=== block 1 ===
**Block 1: congestion heat map**

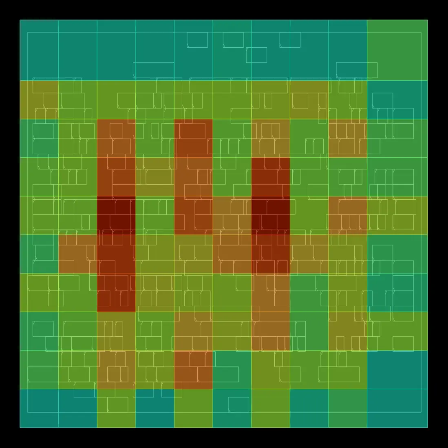

## src/rtl/simd_pkg.sv

```systemverilog
`default_nettype none
// ============================================================================
// Package     : simd_pkg
// Description : Shared opcode, sequencer state and instruction-format types.
// Revision    : 1.0  initial release
// ============================================================================
package simd_pkg;

    localparam int OPCODE_LEN = 4;
    localparam int INSTR_LEN  = 12;

    typedef enum logic [OPCODE_LEN-1:0] {
        NOP          = 4'd0,
        LOAD_A       = 4'd1,
        LOAD_B       = 4'd2,
        ADD          = 4'd3,
        SUB          = 4'd4,
        MUL          = 4'd5,
        DOT          = 4'd6,
        BUFFER_RES_1 = 4'd7,
        BUFFER_RES_2 = 4'd8,
        STORE        = 4'd9,
        STOP         = 4'd10
    } opcode_t;

    typedef enum logic [1:0] {
        IDLE  = 2'd0,
        RUN   = 2'd1,
        DRAIN = 2'd2,
        DONE  = 2'd3
    } seq_state_t;

    function automatic logic is_stop(input logic [INSTR_LEN-1:0] instr);
        return instr[OPCODE_LEN-1:0] == STOP;
    endfunction

endpackage
`default_nettype wire

```

## src/rtl/instr_hold_reg.sv

```systemverilog
`default_nettype none
// ============================================================================
// Module      : instr_hold_reg
// Description : One-entry holding register for an instruction refused by a stall.
// Revision    : 1.0  initial release
// ============================================================================
module instr_hold_reg
    import simd_pkg::*;
#(
    parameter int WIDTH = INSTR_LEN
) (
    input  logic             clk,
    input  logic             rstn,
    input  logic             i_load,
    input  logic             i_unload,
    input  logic [WIDTH-1:0] i_data,
    output logic [WIDTH-1:0] o_data,
    output logic             o_valid
);

    logic [WIDTH-1:0] r_data;
    logic             r_valid;

    // Load wins over unload; the sequencer never requests both in one cycle.
    always_ff @(posedge clk) begin
        if (!rstn) begin
            r_data  <= '0;
            r_valid <= 1'b0;
        end else if (i_load) begin
            r_data  <= i_data;
            r_valid <= 1'b1;
        end else if (i_unload) begin
            r_valid <= 1'b0;
        end
    end

    assign o_data  = r_data;
    assign o_valid = r_valid;

endmodule
`default_nettype wire

```

## src/rtl/instr_fetch_sequencer.sv

```systemverilog
`default_nettype none
// ============================================================================
// Module      : instr_fetch_sequencer
// Description : Fetches one instruction per cycle, holds it across stalls,
//               drains after STOP and pulses done at program end.
// Revision    : 1.0  initial release
// ============================================================================
module instr_fetch_sequencer
    import simd_pkg::*;
#(
    parameter  int IMEM_DEPTH      = 256,
    parameter  int DRAIN_CYCLES    = 3,
    localparam int IMEM_ADDR_WIDTH = $clog2(IMEM_DEPTH)
) (
    input  logic                       clk,
    input  logic                       rstn,
    input  logic                       i_start,
    input  logic                       i_stall,
    output logic                       o_imem_en,
    output logic [IMEM_ADDR_WIDTH-1:0] o_imem_addr,
    input  logic [INSTR_LEN-1:0]       i_imem_read_data,
    output logic [INSTR_LEN-1:0]       o_instr_out,
    output logic                       o_instr_valid,
    output logic                       o_busy,
    output logic                       o_done,
    output logic                       o_pc_overflow
);

    localparam int DCW = (DRAIN_CYCLES > 1) ? $clog2(DRAIN_CYCLES) : 1;

    seq_state_t                 r_state;
    seq_state_t                 w_state_nxt;
    logic [IMEM_ADDR_WIDTH-1:0] r_pc;
    logic                       r_rd_pending;
    logic                       r_last_issued;
    logic [DCW-1:0]             r_drain_cnt;
    logic                       r_pc_overflow;

    logic                       w_run;
    logic                       w_arrive;
    logic                       w_stop_arrive;
    logic                       w_issue;
    logic                       w_pc_at_last;
    logic                       w_hold_load;
    logic                       w_hold_unload;
    logic [INSTR_LEN-1:0]       w_hold_data;
    logic                       w_hold_valid;
    logic [INSTR_LEN-1:0]       w_instr;
    logic                       w_valid;
    logic                       w_end_of_prog;
    logic                       w_set_overflow;

    assign w_run         = (r_state == RUN);
    assign w_arrive      = w_run && r_rd_pending;
    assign w_stop_arrive = w_arrive && is_stop(i_imem_read_data);
    assign w_issue       = w_run && !i_stall && !w_stop_arrive && !w_hold_valid && !r_last_issued;
    assign w_pc_at_last  = (int'(r_pc) == (IMEM_DEPTH - 1));

    instr_hold_reg #(
        .WIDTH (INSTR_LEN)
    ) u_hold (
        .clk      (clk),
        .rstn     (rstn),
        .i_load   (w_hold_load),
        .i_unload (w_hold_unload),
        .i_data   (i_imem_read_data),
        .o_data   (w_hold_data),
        .o_valid  (w_hold_valid)
    );

    // A held instruction always drains before any new arrival is considered.
    always_comb begin
        w_instr       = '0;
        w_valid       = 1'b0;
        w_hold_load   = 1'b0;
        w_hold_unload = 1'b0;
        if (w_run) begin
            if (w_hold_valid && !i_stall) begin
                w_instr       = w_hold_data;
                w_valid       = 1'b1;
                w_hold_unload = 1'b1;
            end else if (w_arrive && i_stall) begin
                w_hold_load = 1'b1;
            end else if (w_arrive) begin
                w_instr = i_imem_read_data;
                w_valid = 1'b1;
            end
        end
    end

    // Once the last address is issued, the next presentation is that word.
    assign w_end_of_prog  = w_valid && (is_stop(w_instr) || r_last_issued);
    assign w_set_overflow = w_valid && r_last_issued && !is_stop(w_instr);

    always_comb begin
        w_state_nxt = r_state;
        unique case (r_state)
            IDLE:    if (i_start) w_state_nxt = RUN;
            RUN:     if (w_end_of_prog) w_state_nxt = DRAIN;
            DRAIN:   if (r_drain_cnt == '0) w_state_nxt = DONE;
            DONE:    w_state_nxt = IDLE;
            default: w_state_nxt = IDLE;
        endcase
    end

    always_ff @(posedge clk) begin
        if (!rstn) r_state <= IDLE;
        else       r_state <= w_state_nxt;
    end

    always_ff @(posedge clk) begin
        if (!rstn) begin
            r_pc          <= '0;
            r_rd_pending  <= 1'b0;
            r_last_issued <= 1'b0;
            r_drain_cnt   <= '0;
            r_pc_overflow <= 1'b0;
        end else begin
            unique case (r_state)
                IDLE: begin
                    if (i_start) begin
                        r_pc          <= '0;
                        r_rd_pending  <= 1'b0;
                        r_last_issued <= 1'b0;
                        r_pc_overflow <= 1'b0;
                    end
                end
                RUN: begin
                    r_rd_pending <= w_issue;
                    if (w_issue) begin
                        if (w_pc_at_last) r_last_issued <= 1'b1;
                        else              r_pc          <= r_pc + IMEM_ADDR_WIDTH'(1);
                    end
                    if (w_set_overflow) r_pc_overflow <= 1'b1;
                    if (w_end_of_prog)  r_drain_cnt   <= DCW'(DRAIN_CYCLES - 1);
                end
                DRAIN: begin
                    r_rd_pending <= 1'b0;
                    if (r_drain_cnt != '0) r_drain_cnt <= r_drain_cnt - DCW'(1);
                end
                default: r_rd_pending <= 1'b0;
            endcase
        end
    end

    assign o_imem_en     = w_issue;
    assign o_imem_addr   = r_pc;
    assign o_instr_out   = w_instr;
    assign o_instr_valid = w_valid;
    assign o_busy        = (r_state != IDLE);
    assign o_done        = (r_state == DONE);
    assign o_pc_overflow = r_pc_overflow;

endmodule
`default_nettype wire

```

## config.mk

```make
export PLATFORM = sky130hd
export DESIGN_NAME = instr_fetch_sequencer
export DESIGN_NICKNAME = d
export VERILOG_FILES = /design/src/rtl/simd_pkg.sv /design/src/rtl/instr_hold_reg.sv /design/src/rtl/instr_fetch_sequencer.sv
export SDC_FILE = /design/constraint.sdc
export NUM_CORES = 1
export LEC_CHECK = 0
export CAP_MARGIN = 10
export CELL_PAD_IN_SITES_DETAIL_PLACEMENT = 0
export CELL_PAD_IN_SITES_GLOBAL_PLACEMENT = 1
export CORE_MARGIN = 1
export CORE_UTILIZATION = 36
export DETAILED_ROUTE_END_ITERATION = 12
export PLACE_DENSITY = 0.82
export SLEW_MARGIN = 5
export SYNTH_ARGS = -nofsm -noshare
export SYNTH_HDL_FRONTEND = slang
export SYNTH_SLANG_ARGS = --single-unit
export TNS_END_PERCENT = 100
```

## constraint.sdc

```tcl
create_clock -name clk -period 2.85 [get_ports clk]
set_input_delay 0.57 -clock clk [delete_from_list [all_inputs] [get_ports clk]]
set_output_delay 0.57 -clock clk [all_outputs]
set_load 0.01 [all_outputs]
```

=== block 2 ===
### src/rtl/layer_output_serializer.sv
// Double-buffered serializer: captures one activation per neuron lane in any order,
// then replays the completed frame lane 0 first on a single serial output bus.
module layer_output_serializer #(
  parameter int numNeurons = 30,
  parameter int inWidth    = 16,
  parameter int outWidth   = 16
) (
  input  logic                          clk,
  input  logic                          rst,
  input  logic [numNeurons-1:0]         x_valid,
  input  logic [numNeurons*inWidth-1:0] x_in,
  output logic [outWidth-1:0]           out_data,
  output logic                          out_valid,
  output logic                          frame_done,
  output logic                          busy,
  output logic                          overflow
);

  localparam int IDX_W = (numNeurons > 1) ? $clog2(numNeurons) : 1;
  localparam logic [IDX_W-1:0] LAST_IDX = IDX_W'(numNeurons - 1);

  typedef enum logic {IDLE, STREAM} state_t;

  state_t                state, state_next;
  logic [IDX_W-1:0]      idx;
  logic [numNeurons-1:0] mask;
  logic [inWidth-1:0]    cap  [numNeurons];
  logic [inWidth-1:0]    strm [numNeurons];
  logic                  mask_full, xfer, last;

  assign mask_full = &mask;
  assign busy      = (state == STREAM) | mask_full;

  always_comb begin
    state_next = state;
    xfer       = 1'b0;
    last       = 1'b0;
    case (state)
      IDLE: begin
        if (mask_full) begin
          xfer       = 1'b1;
          state_next = STREAM;
        end
      end
      STREAM: begin
        if (idx == LAST_IDX) begin
          last = 1'b1;
          if (mask_full) xfer = 1'b1;
          else           state_next = IDLE;
        end
      end
      default: state_next = IDLE;
    endcase
  end

  always_ff @(posedge clk) begin
    if (rst) begin
      state      <= IDLE;
      idx        <= '0;
      mask       <= '0;
      out_data   <= '0;
      out_valid  <= 1'b0;
      frame_done <= 1'b0;
      overflow   <= 1'b0;
      for (int unsigned i = 0; i < numNeurons; i++) begin
        cap[i]  <= '0;
        strm[i] <= '0;
      end
    end else begin
      state <= state_next;

      // Lanes arriving on a transfer cycle land in the freshly cleared capture bank.
      mask <= xfer ? x_valid : (mask | x_valid);
      for (int unsigned i = 0; i < numNeurons; i++) begin
        if (x_valid[i] && (xfer || !mask[i]))
          cap[i] <= x_in[i*inWidth +: inWidth];
      end
      if (!xfer && |(x_valid & mask))
        overflow <= 1'b1;

      if (xfer) begin
        for (int unsigned i = 0; i < numNeurons; i++)
          strm[i] <= cap[i];
      end

      // Leaving IDLE emits lane 0 straight from the capture bank so the first
      // element appears on the transfer edge; idx then points at the next lane.
      case (state)
        IDLE: begin
          frame_done <= 1'b0;
          if (xfer) begin
            out_data  <= outWidth'(cap[0]);
            out_valid <= 1'b1;
            idx       <= IDX_W'(1);
          end else begin
            out_valid <= 1'b0;
          end
        end
        STREAM: begin
          out_data   <= outWidth'(strm[idx]);
          out_valid  <= 1'b1;
          frame_done <= last;
          idx        <= last ? '0 : idx + IDX_W'(1);
        end
        default: begin
          out_valid  <= 1'b0;
          frame_done <= 1'b0;
        end
      endcase
    end
  end

endmodule

### config.mk
export PLATFORM = sky130hd
export DESIGN_NAME = layer_output_serializer
export DESIGN_NICKNAME = d
export VERILOG_FILES = /design/src/rtl/layer_output_serializer.sv
export SDC_FILE = /design/constraint.sdc
export NUM_CORES = 1
export LEC_CHECK = 0
export CAP_MARGIN = 25
export CORE_MARGIN = 10
export CORE_UTILIZATION = 50
export CTS_CLUSTER_SIZE = 40
export DETAILED_ROUTE_END_ITERATION = 16
export PLACE_DENSITY = 0.76
export SLEW_MARGIN = 30
export SYNTH_ARGS = -nofsm -noshare
export SYNTH_HDL_FRONTEND = slang
export SYNTH_SLANG_ARGS = --single-unit
export TNS_END_PERCENT = 1
### constraint.sdc
create_clock -name clk -period 17.2 [get_ports clk]
set_clock_uncertainty 0.15 [all_clocks]
set_input_delay 3.44 -clock clk [delete_from_list [all_inputs] [get_ports clk]]
set_output_delay 3.44 -clock clk [all_outputs]
set_load 0.005 [all_outputs]
=== block 3 ===
### src/rtl/div_pkg.sv
// div_pkg: shared defaults and FSM encoding for the divider arbiter.
package div_pkg;
  localparam int W_DEF = 10;
  localparam int TIMEOUT_DEF = 64;
  typedef enum logic [1:0] {
    IDLE  = 2'd0,
    ISSUE = 2'd1,
    WAIT  = 2'd2,
    RESP  = 2'd3
  } state_t;
endpackage

### src/rtl/div_arbiter_if.sv
// div_arbiter_if: requester, response and divider-side signals of the divider arbiter.
interface div_arbiter_if
  import div_pkg::*;
#(
  parameter int NREQ = 4,
  parameter int W = W_DEF,
  parameter int IDW = 2
);
  logic [NREQ-1:0] req, gnt;
  logic [NREQ*W-1:0] a_in, b_in;
  logic resp_valid, resp_ov, resp_dvz, resp_to;
  logic [IDW-1:0] resp_id;
  logic [W-1:0] resp_q, div_a, div_b, div_q;
  logic div_start, div_busy, div_valid, div_ov, div_dvz;
  modport master (
    input req, a_in, b_in, div_q, div_busy, div_valid, div_ov, div_dvz,
    output gnt, resp_valid, resp_id, resp_q, resp_ov, resp_dvz, resp_to, div_start, div_a, div_b
  );
  modport slave (
    output req, a_in, b_in, div_q, div_busy, div_valid, div_ov, div_dvz,
    input gnt, resp_valid, resp_id, resp_q, resp_ov, resp_dvz, resp_to, div_start, div_a, div_b
  );
endinterface

### src/rtl/rr_pick.sv
// rr_pick: first set request bit at or above ptr, wrapping, as one-hot plus index.
module rr_pick #(
  parameter int NREQ = 4,
  parameter int IDW = 2
) (
  input  logic [NREQ-1:0] req,
  input  logic [IDW-1:0]  ptr,
  output logic [NREQ-1:0] onehot,
  output logic [IDW-1:0]  idx,
  output logic            any
);
  logic [IDW-1:0] j;
  always_comb begin
    idx = '0;
    j = '0;
    any = |req;
    // scan farthest-first so the nearest set bit to ptr is written last
    for (int i = NREQ - 1; i >= 0; i--) begin
      j = IDW'((int'(ptr) + i) % NREQ);
      if (req[j]) idx = j;
    end
    onehot = any ? NREQ'(1) << idx : '0;
  end
endmodule

### src/rtl/div_arbiter.sv
// div_arbiter: round-robin sharing of one iterative divider among NREQ requesters,
// with a watchdog that aborts an operation the divider never completes.
module div_arbiter
  import div_pkg::*;
#(
  parameter int NREQ = 4,
  parameter int W = W_DEF,
  parameter int IDW = 2,
  parameter int TIMEOUT = TIMEOUT_DEF
) (
  input logic clk,
  input logic rst,
  div_arbiter_if.master bus
);
  localparam int WDW = $clog2(TIMEOUT);
  state_t state, nxt;
  logic [IDW-1:0] rr_ptr, cur_id, pick_idx;
  logic [NREQ-1:0] pick_oh;
  logic pick_any, done, expired;
  logic [WDW-1:0] wd;

  rr_pick #(.NREQ(NREQ), .IDW(IDW)) u_pick (
    .req(bus.req), .ptr(rr_ptr), .onehot(pick_oh), .idx(pick_idx), .any(pick_any)
  );

  assign done = bus.div_valid | bus.div_dvz | bus.div_ov;
  assign expired = wd == WDW'(TIMEOUT - 1);
  // gnt is gated by reset so every output reads zero while rst is low
  assign bus.gnt = (state == IDLE && rst) ? pick_oh : '0;
  assign bus.div_start = state == ISSUE;
  assign bus.resp_valid = state == RESP;

  always_ff @(posedge clk or negedge rst)
    if (!rst) state <= IDLE;
    else state <= nxt;

  always_comb begin
    nxt = state;
    unique case (state)
      IDLE:  nxt = pick_any ? ISSUE : IDLE;
      ISSUE: nxt = WAIT;
      WAIT:  nxt = (done || expired) ? RESP : WAIT;
      RESP:  nxt = IDLE;
    endcase
  end

  always_ff @(posedge clk or negedge rst)
    if (!rst) begin
      rr_ptr <= '0;
      cur_id <= '0;
      wd <= '0;
      bus.div_a <= '0;
      bus.div_b <= '0;
      bus.resp_id <= '0;
      bus.resp_q <= '0;
      bus.resp_ov <= 1'b0;
      bus.resp_dvz <= 1'b0;
      bus.resp_to <= 1'b0;
    end else begin
      if (state == IDLE && pick_any) begin
        cur_id <= pick_idx;
        bus.div_a <= bus.a_in[pick_idx*W +: W];
        bus.div_b <= bus.b_in[pick_idx*W +: W];
      end
      if (state == ISSUE) wd <= '0;
      if (state == WAIT) begin
        wd <= wd + 1'b1;
        // completion beats an expiry landing in the same cycle
        if (done || expired) begin
          bus.resp_id <= cur_id;
          bus.resp_q <= done ? bus.div_q : '0;
          bus.resp_ov <= done & bus.div_ov;
          bus.resp_dvz <= done & bus.div_dvz;
          bus.resp_to <= !done;
        end
      end
      if (state == RESP) rr_ptr <= (cur_id == IDW'(NREQ - 1)) ? '0 : cur_id + 1'b1;
    end
endmodule

### src/flat_wrapper.sv
// flat-port wrapper written by rule: the top's interface ports become plain ports
module div_arbiter_flat import div_pkg::*;
#(
  parameter int NREQ = 4,
  parameter int W = W_DEF,
  parameter int IDW = 2,
  parameter int TIMEOUT = TIMEOUT_DEF
)
  (clk, rst, bus_req, bus_a_in, bus_b_in, bus_div_q, bus_div_busy, bus_div_valid, bus_div_ov, bus_div_dvz, bus_gnt, bus_resp_valid, bus_resp_id, bus_resp_q, bus_resp_ov, bus_resp_dvz, bus_resp_to, bus_div_start, bus_div_a, bus_div_b);
  div_arbiter_if #(.NREQ(NREQ), .W(W), .IDW(IDW)) bus_i ();
  input logic clk;
  input logic rst;
  input wire logic [$bits(bus_i.req)-1:0] bus_req;
  input wire logic [$bits(bus_i.a_in)-1:0] bus_a_in;
  input wire logic [$bits(bus_i.b_in)-1:0] bus_b_in;
  input wire logic [$bits(bus_i.div_q)-1:0] bus_div_q;
  input wire logic [$bits(bus_i.div_busy)-1:0] bus_div_busy;
  input wire logic [$bits(bus_i.div_valid)-1:0] bus_div_valid;
  input wire logic [$bits(bus_i.div_ov)-1:0] bus_div_ov;
  input wire logic [$bits(bus_i.div_dvz)-1:0] bus_div_dvz;
  output wire logic [$bits(bus_i.gnt)-1:0] bus_gnt;
  output wire logic [$bits(bus_i.resp_valid)-1:0] bus_resp_valid;
  output wire logic [$bits(bus_i.resp_id)-1:0] bus_resp_id;
  output wire logic [$bits(bus_i.resp_q)-1:0] bus_resp_q;
  output wire logic [$bits(bus_i.resp_ov)-1:0] bus_resp_ov;
  output wire logic [$bits(bus_i.resp_dvz)-1:0] bus_resp_dvz;
  output wire logic [$bits(bus_i.resp_to)-1:0] bus_resp_to;
  output wire logic [$bits(bus_i.div_start)-1:0] bus_div_start;
  output wire logic [$bits(bus_i.div_a)-1:0] bus_div_a;
  output wire logic [$bits(bus_i.div_b)-1:0] bus_div_b;
  assign bus_i.req = bus_req;
  assign bus_i.a_in = bus_a_in;
  assign bus_i.b_in = bus_b_in;
  assign bus_i.div_q = bus_div_q;
  assign bus_i.div_busy = bus_div_busy;
  assign bus_i.div_valid = bus_div_valid;
  assign bus_i.div_ov = bus_div_ov;
  assign bus_i.div_dvz = bus_div_dvz;
  assign bus_gnt = bus_i.gnt;
  assign bus_resp_valid = bus_i.resp_valid;
  assign bus_resp_id = bus_i.resp_id;
  assign bus_resp_q = bus_i.resp_q;
  assign bus_resp_ov = bus_i.resp_ov;
  assign bus_resp_dvz = bus_i.resp_dvz;
  assign bus_resp_to = bus_i.resp_to;
  assign bus_div_start = bus_i.div_start;
  assign bus_div_a = bus_i.div_a;
  assign bus_div_b = bus_i.div_b;
  div_arbiter #(.NREQ(NREQ), .W(W), .IDW(IDW), .TIMEOUT(TIMEOUT)) u_core (.clk(clk), .rst(rst), .bus(bus_i));
endmodule
### config.mk
export PLATFORM = sky130hd
export DESIGN_NAME = div_arbiter_flat
export DESIGN_NICKNAME = d
export VERILOG_FILES = /design/src/rtl/div_pkg.sv /design/src/rtl/div_arbiter_if.sv /design/src/rtl/rr_pick.sv /design/src/rtl/div_arbiter.sv /design/src/flat_wrapper.sv
export SDC_FILE = /design/constraint.sdc
export NUM_CORES = 1
export LEC_CHECK = 0
export CORE_MARGIN = 2
export CORE_UTILIZATION = 39
export DETAILED_ROUTE_END_ITERATION = 6
export DONT_BUFFER_PORTS = 1
export PLACE_DENSITY = 0.63
export SLEW_MARGIN = 0
export SYNTH_ARGS = -nofsm -noshare
export SYNTH_HDL_FRONTEND = slang
export SYNTH_SLANG_ARGS = --single-unit
export TNS_END_PERCENT = 1
### constraint.sdc
create_clock -name clk -period 2.6 [get_ports clk]
set_input_delay 0.65 -clock clk [delete_from_list [all_inputs] [get_ports clk]]
set_output_delay 0.65 -clock clk [all_outputs]
set_load 0.01 [all_outputs]
=== block 4 ===
### config.mk
export PLATFORM = sky130hd
export DESIGN_NAME = cfg_chain_loader
export DESIGN_NICKNAME = d
export VERILOG_FILES = /design/src/rtl/cfg_chain_pkg.sv /design/src/rtl/cfg_word_serializer.sv /design/src/rtl/cfg_chain_loader.sv
export SDC_FILE = /design/constraint.sdc
export NUM_CORES = 1
export LEC_CHECK = 0
export ABC_AREA = 0
export CAP_MARGIN = 15
export CORE_MARGIN = 1
export CORE_UTILIZATION = 46
export CTS_CLUSTER_SIZE = 12
export DETAILED_ROUTE_END_ITERATION = 7
export HOLD_SLACK_MARGIN = 0.08
export PLACE_DENSITY = 0.77
export SYNTH_ARGS = -nofsm -noshare
export SYNTH_HDL_FRONTEND = slang
export SYNTH_SLANG_ARGS = --single-unit
### constraint.sdc
create_clock -name clk -period 3.33 [get_ports clk]
set_clock_uncertainty 0.1 [all_clocks]
set_input_delay 0.666 -clock clk [delete_from_list [all_inputs] [get_ports clk]]
set_output_delay 0.666 -clock clk [all_outputs]
set_load 0.05 [all_outputs]
### src/rtl/cfg_chain_pkg.sv
// Shared types and constants for the serial configuration-chain loader.
package cfg_chain_pkg;

  typedef enum logic [1:0] {
    ST_IDLE  = 2'd0,
    ST_SHIFT = 2'd1,
    ST_DONE  = 2'd2
  } state_e;

  localparam int unsigned DEF_CHAIN_LEN = 512;
  localparam int unsigned DEF_WORD_W    = 32;

  // Bits of the next word that still belong in the chain, capped at one word.
  function automatic int unsigned bits_owed(input int unsigned chain_len,
                                            input int unsigned loaded,
                                            input int unsigned word_w);
    int unsigned left;
    left = chain_len - loaded;
    return (left < word_w) ? left : word_w;
  endfunction

endpackage

### src/rtl/cfg_word_serializer.sv
// Parallel-load shift register that presents one word LSB first, with a
// per-word remaining-bit counter and registered serial bit/enable.
module cfg_word_serializer #(
  parameter int unsigned WORD_W = 32,
  parameter int unsigned REM_W  = $clog2(WORD_W + 1)
) (
  input  logic              clk,
  input  logic              reset,
  input  logic              load,
  input  logic [WORD_W-1:0] load_data,
  input  logic [REM_W-1:0]  load_bits,
  output logic              ser_bit,
  output logic              ser_en,
  output logic              empty,
  output logic              last_bit
);

  logic [WORD_W-1:0] sh_q, sh_d;
  logic [REM_W-1:0]  rem_q, rem_d;
  logic              en_q, en_d;

  assign empty    = (rem_q == '0);
  assign last_bit = (rem_q == REM_W'(1));
  assign ser_bit  = sh_q[0];
  assign ser_en   = en_q;

  // A load may replace the last presented bit, giving gapless words.
  always_comb begin
    sh_d  = sh_q;
    rem_d = rem_q;
    if (load) begin
      sh_d  = load_data;
      rem_d = load_bits;
    end else if (rem_q != '0) begin
      sh_d  = sh_q >> 1;
      rem_d = rem_q - REM_W'(1);
    end else begin
      rem_d = '0;
    end
    en_d = (rem_d != '0);
  end

  // State register for the shifter.
  always_ff @(posedge clk) begin
    if (reset) begin
      sh_q  <= '0;
      rem_q <= '0;
      en_q  <= 1'b0;
    end else begin
      sh_q  <= sh_d;
      rem_q <= rem_d;
      en_q  <= en_d;
    end
  end

endmodule

### src/rtl/cfg_chain_loader.sv
// Head-of-chain configuration loader: streams CHAIN_LEN bits into the DSP chain.
// Define CFG_READBACK_EN to capture the displaced chain contents from chain_tail.
module cfg_chain_loader
  import cfg_chain_pkg::*;
#(
  parameter int unsigned CHAIN_LEN = DEF_CHAIN_LEN,
  parameter int unsigned WORD_W    = DEF_WORD_W,
  parameter int unsigned CNT_W     = $clog2(CHAIN_LEN + 1)
) (
  input  logic              clk,
  input  logic              reset,
  input  logic              start,
  input  logic [WORD_W-1:0] s_data,
  input  logic              s_valid,
  output logic              s_ready,
  output logic              configuration_input,
  output logic              configuration_enable,
  input  logic              chain_tail,
  output logic              busy,
  output logic              done,
  output logic [CNT_W-1:0]  bit_count,
  output logic [WORD_W-1:0] rb_data,
  output logic              rb_valid
);

  localparam int unsigned REM_W = $clog2(WORD_W + 1);

  state_e            state_q, state_d;
  logic [CNT_W-1:0]  bit_count_q, bit_count_d;
  logic [CNT_W-1:0]  loaded_q, loaded_d;
  logic              busy_q, busy_d, done_q, done_d;
  logic              ser_bit, ser_en, ser_empty, ser_last, load_s;
  logic [REM_W-1:0]  load_bits_s;

  assign load_bits_s = REM_W'(bits_owed(CHAIN_LEN, 32'(loaded_q), WORD_W));
  assign s_ready     = (state_q == ST_SHIFT) && (loaded_q < CNT_W'(CHAIN_LEN)) &&
                       (ser_empty || ser_last);
  assign load_s      = s_ready && s_valid;

  cfg_word_serializer #(.WORD_W(WORD_W), .REM_W(REM_W)) u_ser (
    .clk       (clk),
    .reset     (reset),
    .load      (load_s),
    .load_data (s_data),
    .load_bits (load_bits_s),
    .ser_bit   (ser_bit),
    .ser_en    (ser_en),
    .empty     (ser_empty),
    .last_bit  (ser_last)
  );

  // Session FSM: counts loaded and shifted bits, leaves SHIFT once all are out.
  always_comb begin
    state_d  = state_q;
    loaded_d = loaded_q;
    if (ser_en) begin
      bit_count_d = bit_count_q + CNT_W'(1);
    end else begin
      bit_count_d = bit_count_q;
    end
    case (state_q)
      ST_IDLE: begin
        if (start) begin
          state_d     = ST_SHIFT;
          bit_count_d = '0;
          loaded_d    = '0;
        end else begin
          state_d = ST_IDLE;
        end
      end
      ST_SHIFT: begin
        if (load_s) begin
          loaded_d = loaded_q + CNT_W'(load_bits_s);
        end else begin
          loaded_d = loaded_q;
        end
        if (bit_count_d == CNT_W'(CHAIN_LEN)) begin
          state_d = ST_DONE;
        end else begin
          state_d = ST_SHIFT;
        end
      end
      ST_DONE: state_d = ST_IDLE;
      default: state_d = ST_IDLE;
    endcase
    busy_d = (state_d == ST_SHIFT);
    done_d = (state_d == ST_DONE);
  end

  // Session state register.
  always_ff @(posedge clk) begin
    if (reset) begin
      state_q     <= ST_IDLE;
      bit_count_q <= '0;
      loaded_q    <= '0;
      busy_q      <= 1'b0;
      done_q      <= 1'b0;
    end else begin
      state_q     <= state_d;
      bit_count_q <= bit_count_d;
      loaded_q    <= loaded_d;
      busy_q      <= busy_d;
      done_q      <= done_d;
    end
  end

  assign configuration_input  = ser_bit;
  assign configuration_enable = ser_en;
  assign busy                 = busy_q;
  assign done                 = done_q;
  assign bit_count            = bit_count_q;

`ifdef CFG_READBACK_EN
  logic [WORD_W-1:0] rb_buf_q, rb_buf_d, rb_data_q, rb_data_d, rb_word_s;
  logic [REM_W-1:0]  rb_idx_q, rb_idx_d;
  logic              rb_valid_q, rb_valid_d;

  // Tail bits pack LSB first; the session's final bit flushes a partial word.
  always_comb begin
    rb_buf_d   = rb_buf_q;
    rb_idx_d   = rb_idx_q;
    rb_data_d  = rb_data_q;
    rb_valid_d = 1'b0;
    rb_word_s  = rb_buf_q | (WORD_W'(chain_tail) << rb_idx_q);
    if (ser_en) begin
      if ((rb_idx_q == REM_W'(WORD_W - 1)) || (bit_count_q == CNT_W'(CHAIN_LEN - 1))) begin
        rb_data_d  = rb_word_s;
        rb_valid_d = 1'b1;
        rb_buf_d   = '0;
        rb_idx_d   = '0;
      end else begin
        rb_buf_d = rb_word_s;
        rb_idx_d = rb_idx_q + REM_W'(1);
      end
    end else begin
      rb_valid_d = 1'b0;
    end
  end

  // Readback packer registers.
  always_ff @(posedge clk) begin
    if (reset) begin
      rb_buf_q   <= '0;
      rb_idx_q   <= '0;
      rb_data_q  <= '0;
      rb_valid_q <= 1'b0;
    end else begin
      rb_buf_q   <= rb_buf_d;
      rb_idx_q   <= rb_idx_d;
      rb_data_q  <= rb_data_d;
      rb_valid_q <= rb_valid_d;
    end
  end

  assign rb_data  = rb_data_q;
  assign rb_valid = rb_valid_q;
`else
  logic unused_tail_s;
  assign unused_tail_s = chain_tail;
  assign rb_data       = '0;
  assign rb_valid      = 1'b0;
`endif

endmodule

**Block 3: pin map**

Pins as bars across the die edge, other pins in grey.
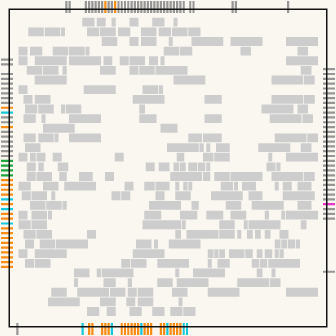
colour	port	pins	direction	edge
green	bus_gnt	4	output	left
cyan	bus_div_b	10	output	6 bottom, 4 left
orange	bus_b_in	40	input	20 bottom, 18 left, 2 top
magenta	bus_div_ov	1	input	right
Die Wd: 89.1 µm
chip height: 89.1 µm
Buffers on Ports: 0

==> impl_metrics.env, block 3 <==
# yosys + openroad results
export IMPL_power_uw=3610
export IMPL_edf_count=0
export IMPL_r2r_start="u_core.state[1]"
export IMPL_crit_type="reg -> out"
export IMPL_drv_slew=0
export IMPL_taps=99
export IMPL_largest_cell_class="combinational gates"
export IMPL_combPwrFrac=0.454
export IMPL_via_count=1948
export IMPL_power_density_nw_per_um2=1180
export IMPL_ys_flops=47
export IMPL_drt_iter0_drc=62
export IMPL_cts_tree="built"
export IMPL_synthToLayoutAreaGrowth_pct=8.68
export IMPL_final_util=0.430
export IMPL_ys_area_um2=2830
export IMPL_top_regs="u_core.bus.div_a: 10 flops, u_core.bus.div_b: 10 flops, u_core.bus.resp_q: 10 flops"
export IMPL_ys_sh_mux=0.0979
export IMPL_grt_start_max_net_pins=49
export IMPL_hp_class="in -> async"
export IMPL_status="finished, final reports clean"
export IMPL_synth_top_cell_area_share=0.416
export IMPL_grt_busiest_layer="met2"
export IMPL_firstDrtPassIters=4
export IMPL_fin_cells=353
export IMPL_syn_avg_cell_area_um2=11.3
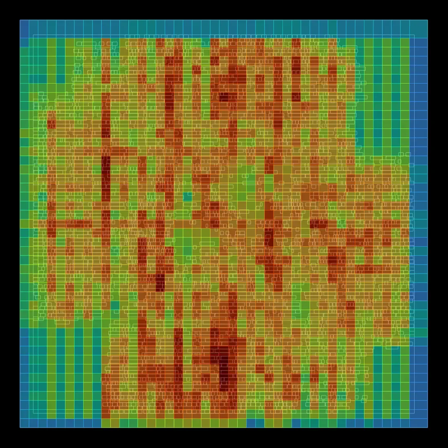
**Above:** block 2 (congestion heat map).
Overall Global Routing Usage: 0.246
met1 Usage GRT: 0.301
wire per inst: 27.0 µm

==> impl_metrics.env, block 2 <==
# yosys + openroad results
export IMPL_status="finished, final reports clean"
export IMPL_p_clk_frac=0.410
export IMPL_synth_top_cell_area_share=0.683
export IMPL_dp_slack_ns=10.09
export IMPL_synthToLayoutAreaGrowth_pct=23.3
export IMPL_edf_count=960
export IMPL_ant_nets=0
export IMPL_comb_share=0.221
export IMPL_gr_usage_met3=0.0700
export IMPL_hold_viol_final=0
export IMPL_syn_inst=2726
export IMPL_logic_family="simple AND/OR/NAND/NOR gates"
export IMPL_gp_congestion=0.901
export IMPL_seq_share=0.578
export IMPL_warning_count=40
export IMPL_fp_nets=3240
export IMPL_endpoint="busy"
export IMPL_crit_family="simple AND/OR/NAND/NOR gates"
export IMPL_clock_sinks=1020
export IMPL_n_all_inverters=9
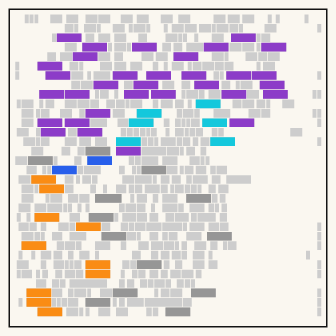
**Above:** block 4 (register map, names as in the netlist).
Other sequential cells in the stronger grey, the rest of the logic in the fainter grey.
colour	signal	placed flops
blue	state_q	2
cyan	u_ser.rem_q	6
purple	u_ser.sh_q	32
orange	bit_count	10
Seq area share: 0.290
utilization after layout: 0.566

==> impl_metrics.env, block 4 <==
# yosys + openroad results
export IMPL_status="finished, final reports clean"
export IMPL_grtUsageMet2=0.298
export IMPL_hold_viol_final=0
export IMPL_path_cells="or4_4 > nor3_4 > o21a_1 > and2_4 > inv_1 > fa_1 > nor2b_2 > o21bai_1 > o22a_1 > o21a_1 > or3_1 > a21oi_1"
export IMPL_p_clk_frac=0.261
export IMPL_area_share_nonclk_buffers=0.140
export IMPL_gr_usage_met3=0.0394
export IMPL_r2r_setup_slack_ns=0.09
export IMPL_min_to="u_ser.sh_q[31]"
export IMPL_synthesis_area_um2=3640
export IMPL_power_uw=2770
export IMPL_post_cts_buffers=0
export IMPL_synthAoiAreaFrac=0.173
export IMPL_post_cts_resized=1
export IMPL_cts_root_buf="clkbuf_8"
export IMPL_largest_cell_class="combinational gates"
export IMPL_track_usage=0.191
export IMPL_grt_start_max_net_pins=72
export IMPL_tightest_slew_ns=0.907
export IMPL_warning_count=28
export IMPL_syn_inst=430
export IMPL_report_final_setup_viol=0
export IMPL_logic_gates=323
export IMPL_cts_made_buffers=9
export IMPL_viasPerCell=5.40
export IMPL_dp_cells=563
export IMPL_synth_warnings=0
export IMPL_routed_wl_um=7770
export IMPL_top_layer="met4"
export IMPL_antenna_found_initial=0
export IMPL_n_all_inverters=12
export IMPL_endpoint_kind="register"
export IMPL_wire_per_inst_um=13.4
export IMPL_clock_sinks=63
export IMPL_firstDrtPassIters=4
export IMPL_yosys_top_cells_count="63 x dfxtp_1, 58 x nor2_1, 34 x mux2i_1"
export IMPL_post_synth_top_count_cell="dfxtp_1"
export IMPL_synthDistinctLibCells=60
export IMPL_p_leak_uw=0.00172
export IMPL_yosysCellCount=430
export IMPL_finalClockPeriodUsage=0.972
**Block 1: register map, names as in the netlist**

Other sequential cells in the stronger grey, the rest of the logic in the fainter grey.
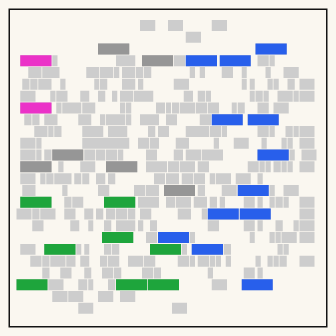
colour	signal	placed flops
blue	u_hold.o_data	12
magenta	r_drain_cnt	2
green	o_imem_addr	8
P_seq: 458 µW
utilization after layout: 0.498
Seq area share: 0.235
sequential cell area: 561 µm²

**Block 1: metal layers overlaid**

Two of the layers only.
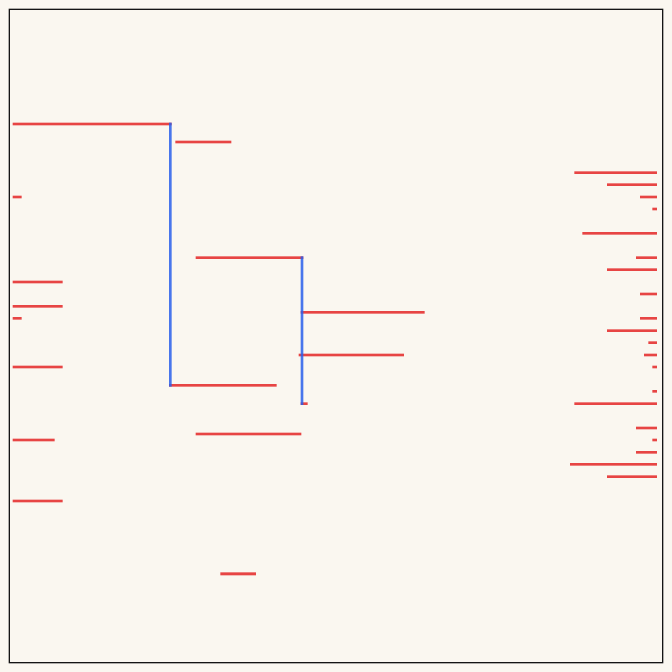
colour	layer	wire length
red	metal 3	185 µm
blue	metal 4	45.6 µm
Overall Global Routing Usage: 0.180
Post-Route WL: 4520 µm

Notes on 'congestion heat map' of block 1 above:
met2 GRT Util: 0.287
wire per inst: 12.9 µm
met1 Usage GRT: 0.247

==> impl_metrics.env, block 1 <==
# yosys + openroad results
export IMPL_status="finished, final reports clean"
export IMPL_die_height_um=72.9
export IMPL_fp_nets=266
export IMPL_clock_latency_ns=0.29
export IMPL_overflow=0
export IMPL_postCtsHoldBufs=0
export IMPL_synth_warnings=0
export IMPL_taps=67
export IMPL_synthesis_area_um2=1810
export IMPL_ant_nets=0
export IMPL_drc=0
export IMPL_min_to="o_pc_overflow"
export IMPL_comb_share=0.488
export IMPL_reg2reg_to="o_imem_addr[4]"
export IMPL_synth_top_cell_area_share=0.310
export IMPL_grt_pass1_wl_um=7520
export IMPL_pin_count=41
export IMPL_arrival_ns=2.11
export IMPL_min_delay_start="o_pc_overflow"
export IMPL_synthAoiAreaFrac=0.236
export IMPL_rows=25
export IMPL_r2r_setup_slack_ns=0.52
export IMPL_p_leak_uw=0.000806
export IMPL_die_x_um=72.9
export IMPL_hold_ws_ns=0.458
export IMPL_ir_drop_mv=0.597
export IMPL_flop_cell="dfxtp_1"
export IMPL_largest_cell_class="combinational gates"
export IMPL_intPower_uw=881
export IMPL_cp_start_kind="primary input"
export IMPL_dpl_cell_area_um2=2310
export IMPL_drive_above_1_share=0.0636
export IMPL_switching_share=0.371
export IMPL_power_density_nw_per_um2=588
export IMPL_rr_worst_depth=7
export IMPL_synthToLayoutAreaGrowth_pct=31.5
export IMPL_gr_usage_met3=0.0359
export IMPL_dieArea_um2=5320
export IMPL_power_uw=1400
export IMPL_xor_share=0
export IMPL_synthDistinctLibCells=45
export IMPL_num_antenna_cells=0
export IMPL_p_clk_uw=326
export IMPL_via_count=1807
export IMPL_largest_reg_flops=12


## Gallery

Metal layers overlaid.
Two of the layers only.
shot_01.png
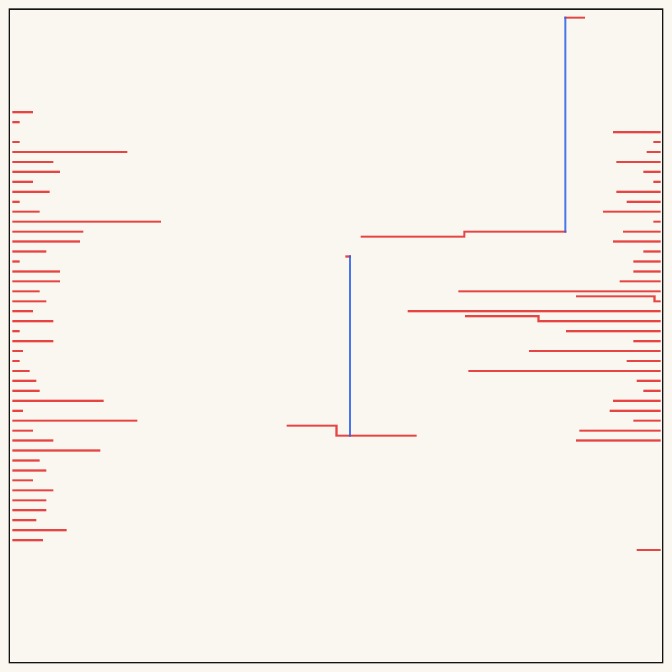
shot_02.png
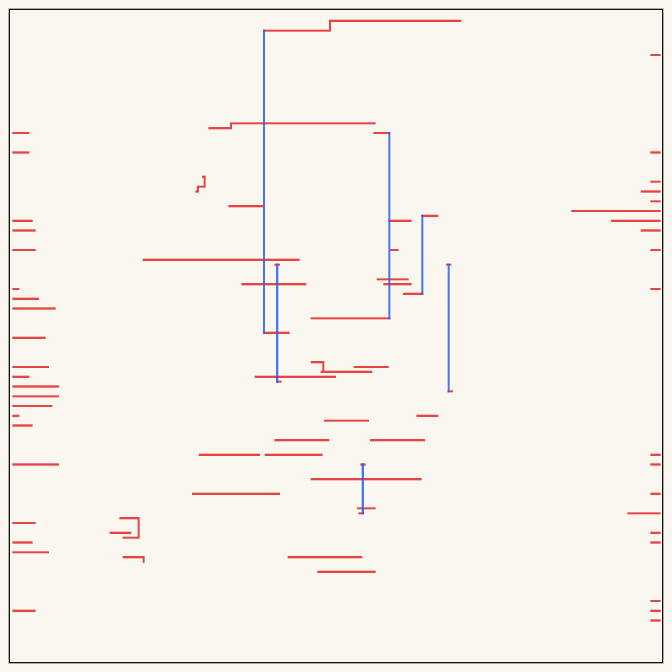
shot_03.png
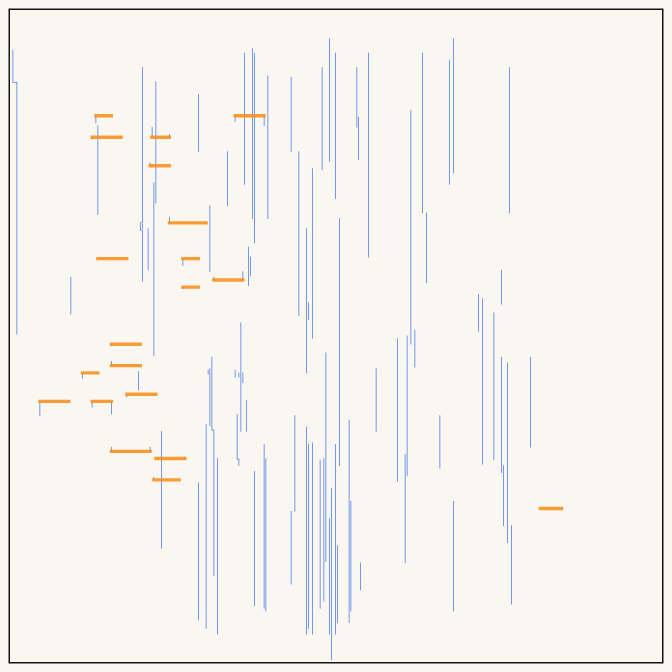
The one with the least wire is shot_01.png.
shot_02.png: block 4
shot_01.png: block 3
shot_03.png: block 2

Key to shot_03.png:
colour	layer	wire length
orange	metal 5	238 µm
blue	metal 4	4590 µm


==> gallery <==
Pin map.
Pins as bars across the die edge, other pins in grey.
picture 1
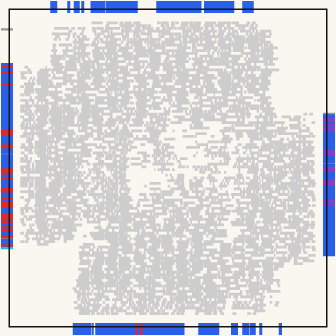
picture 2
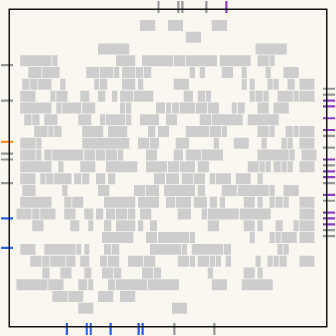
picture 3
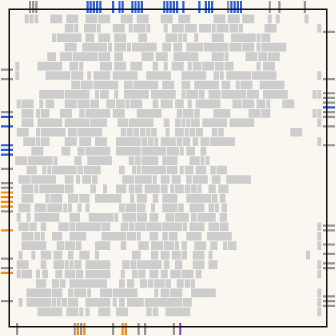
- fewest pins: picture 2
- most pins: picture 1
Picture 2 comes from block 1.
Picture 1 comes from block 2.
Picture 3 comes from block 4.

Key to picture 3:
colour	port	pins	direction	edge
blue	s_data	32	input	26 top, 5 left, 1 right
orange	bit_count	10	output	6 left, 4 bottom
purple	s_ready	1	output	bottom

No activity file was given, so power comes from the tool's default toggle rates.
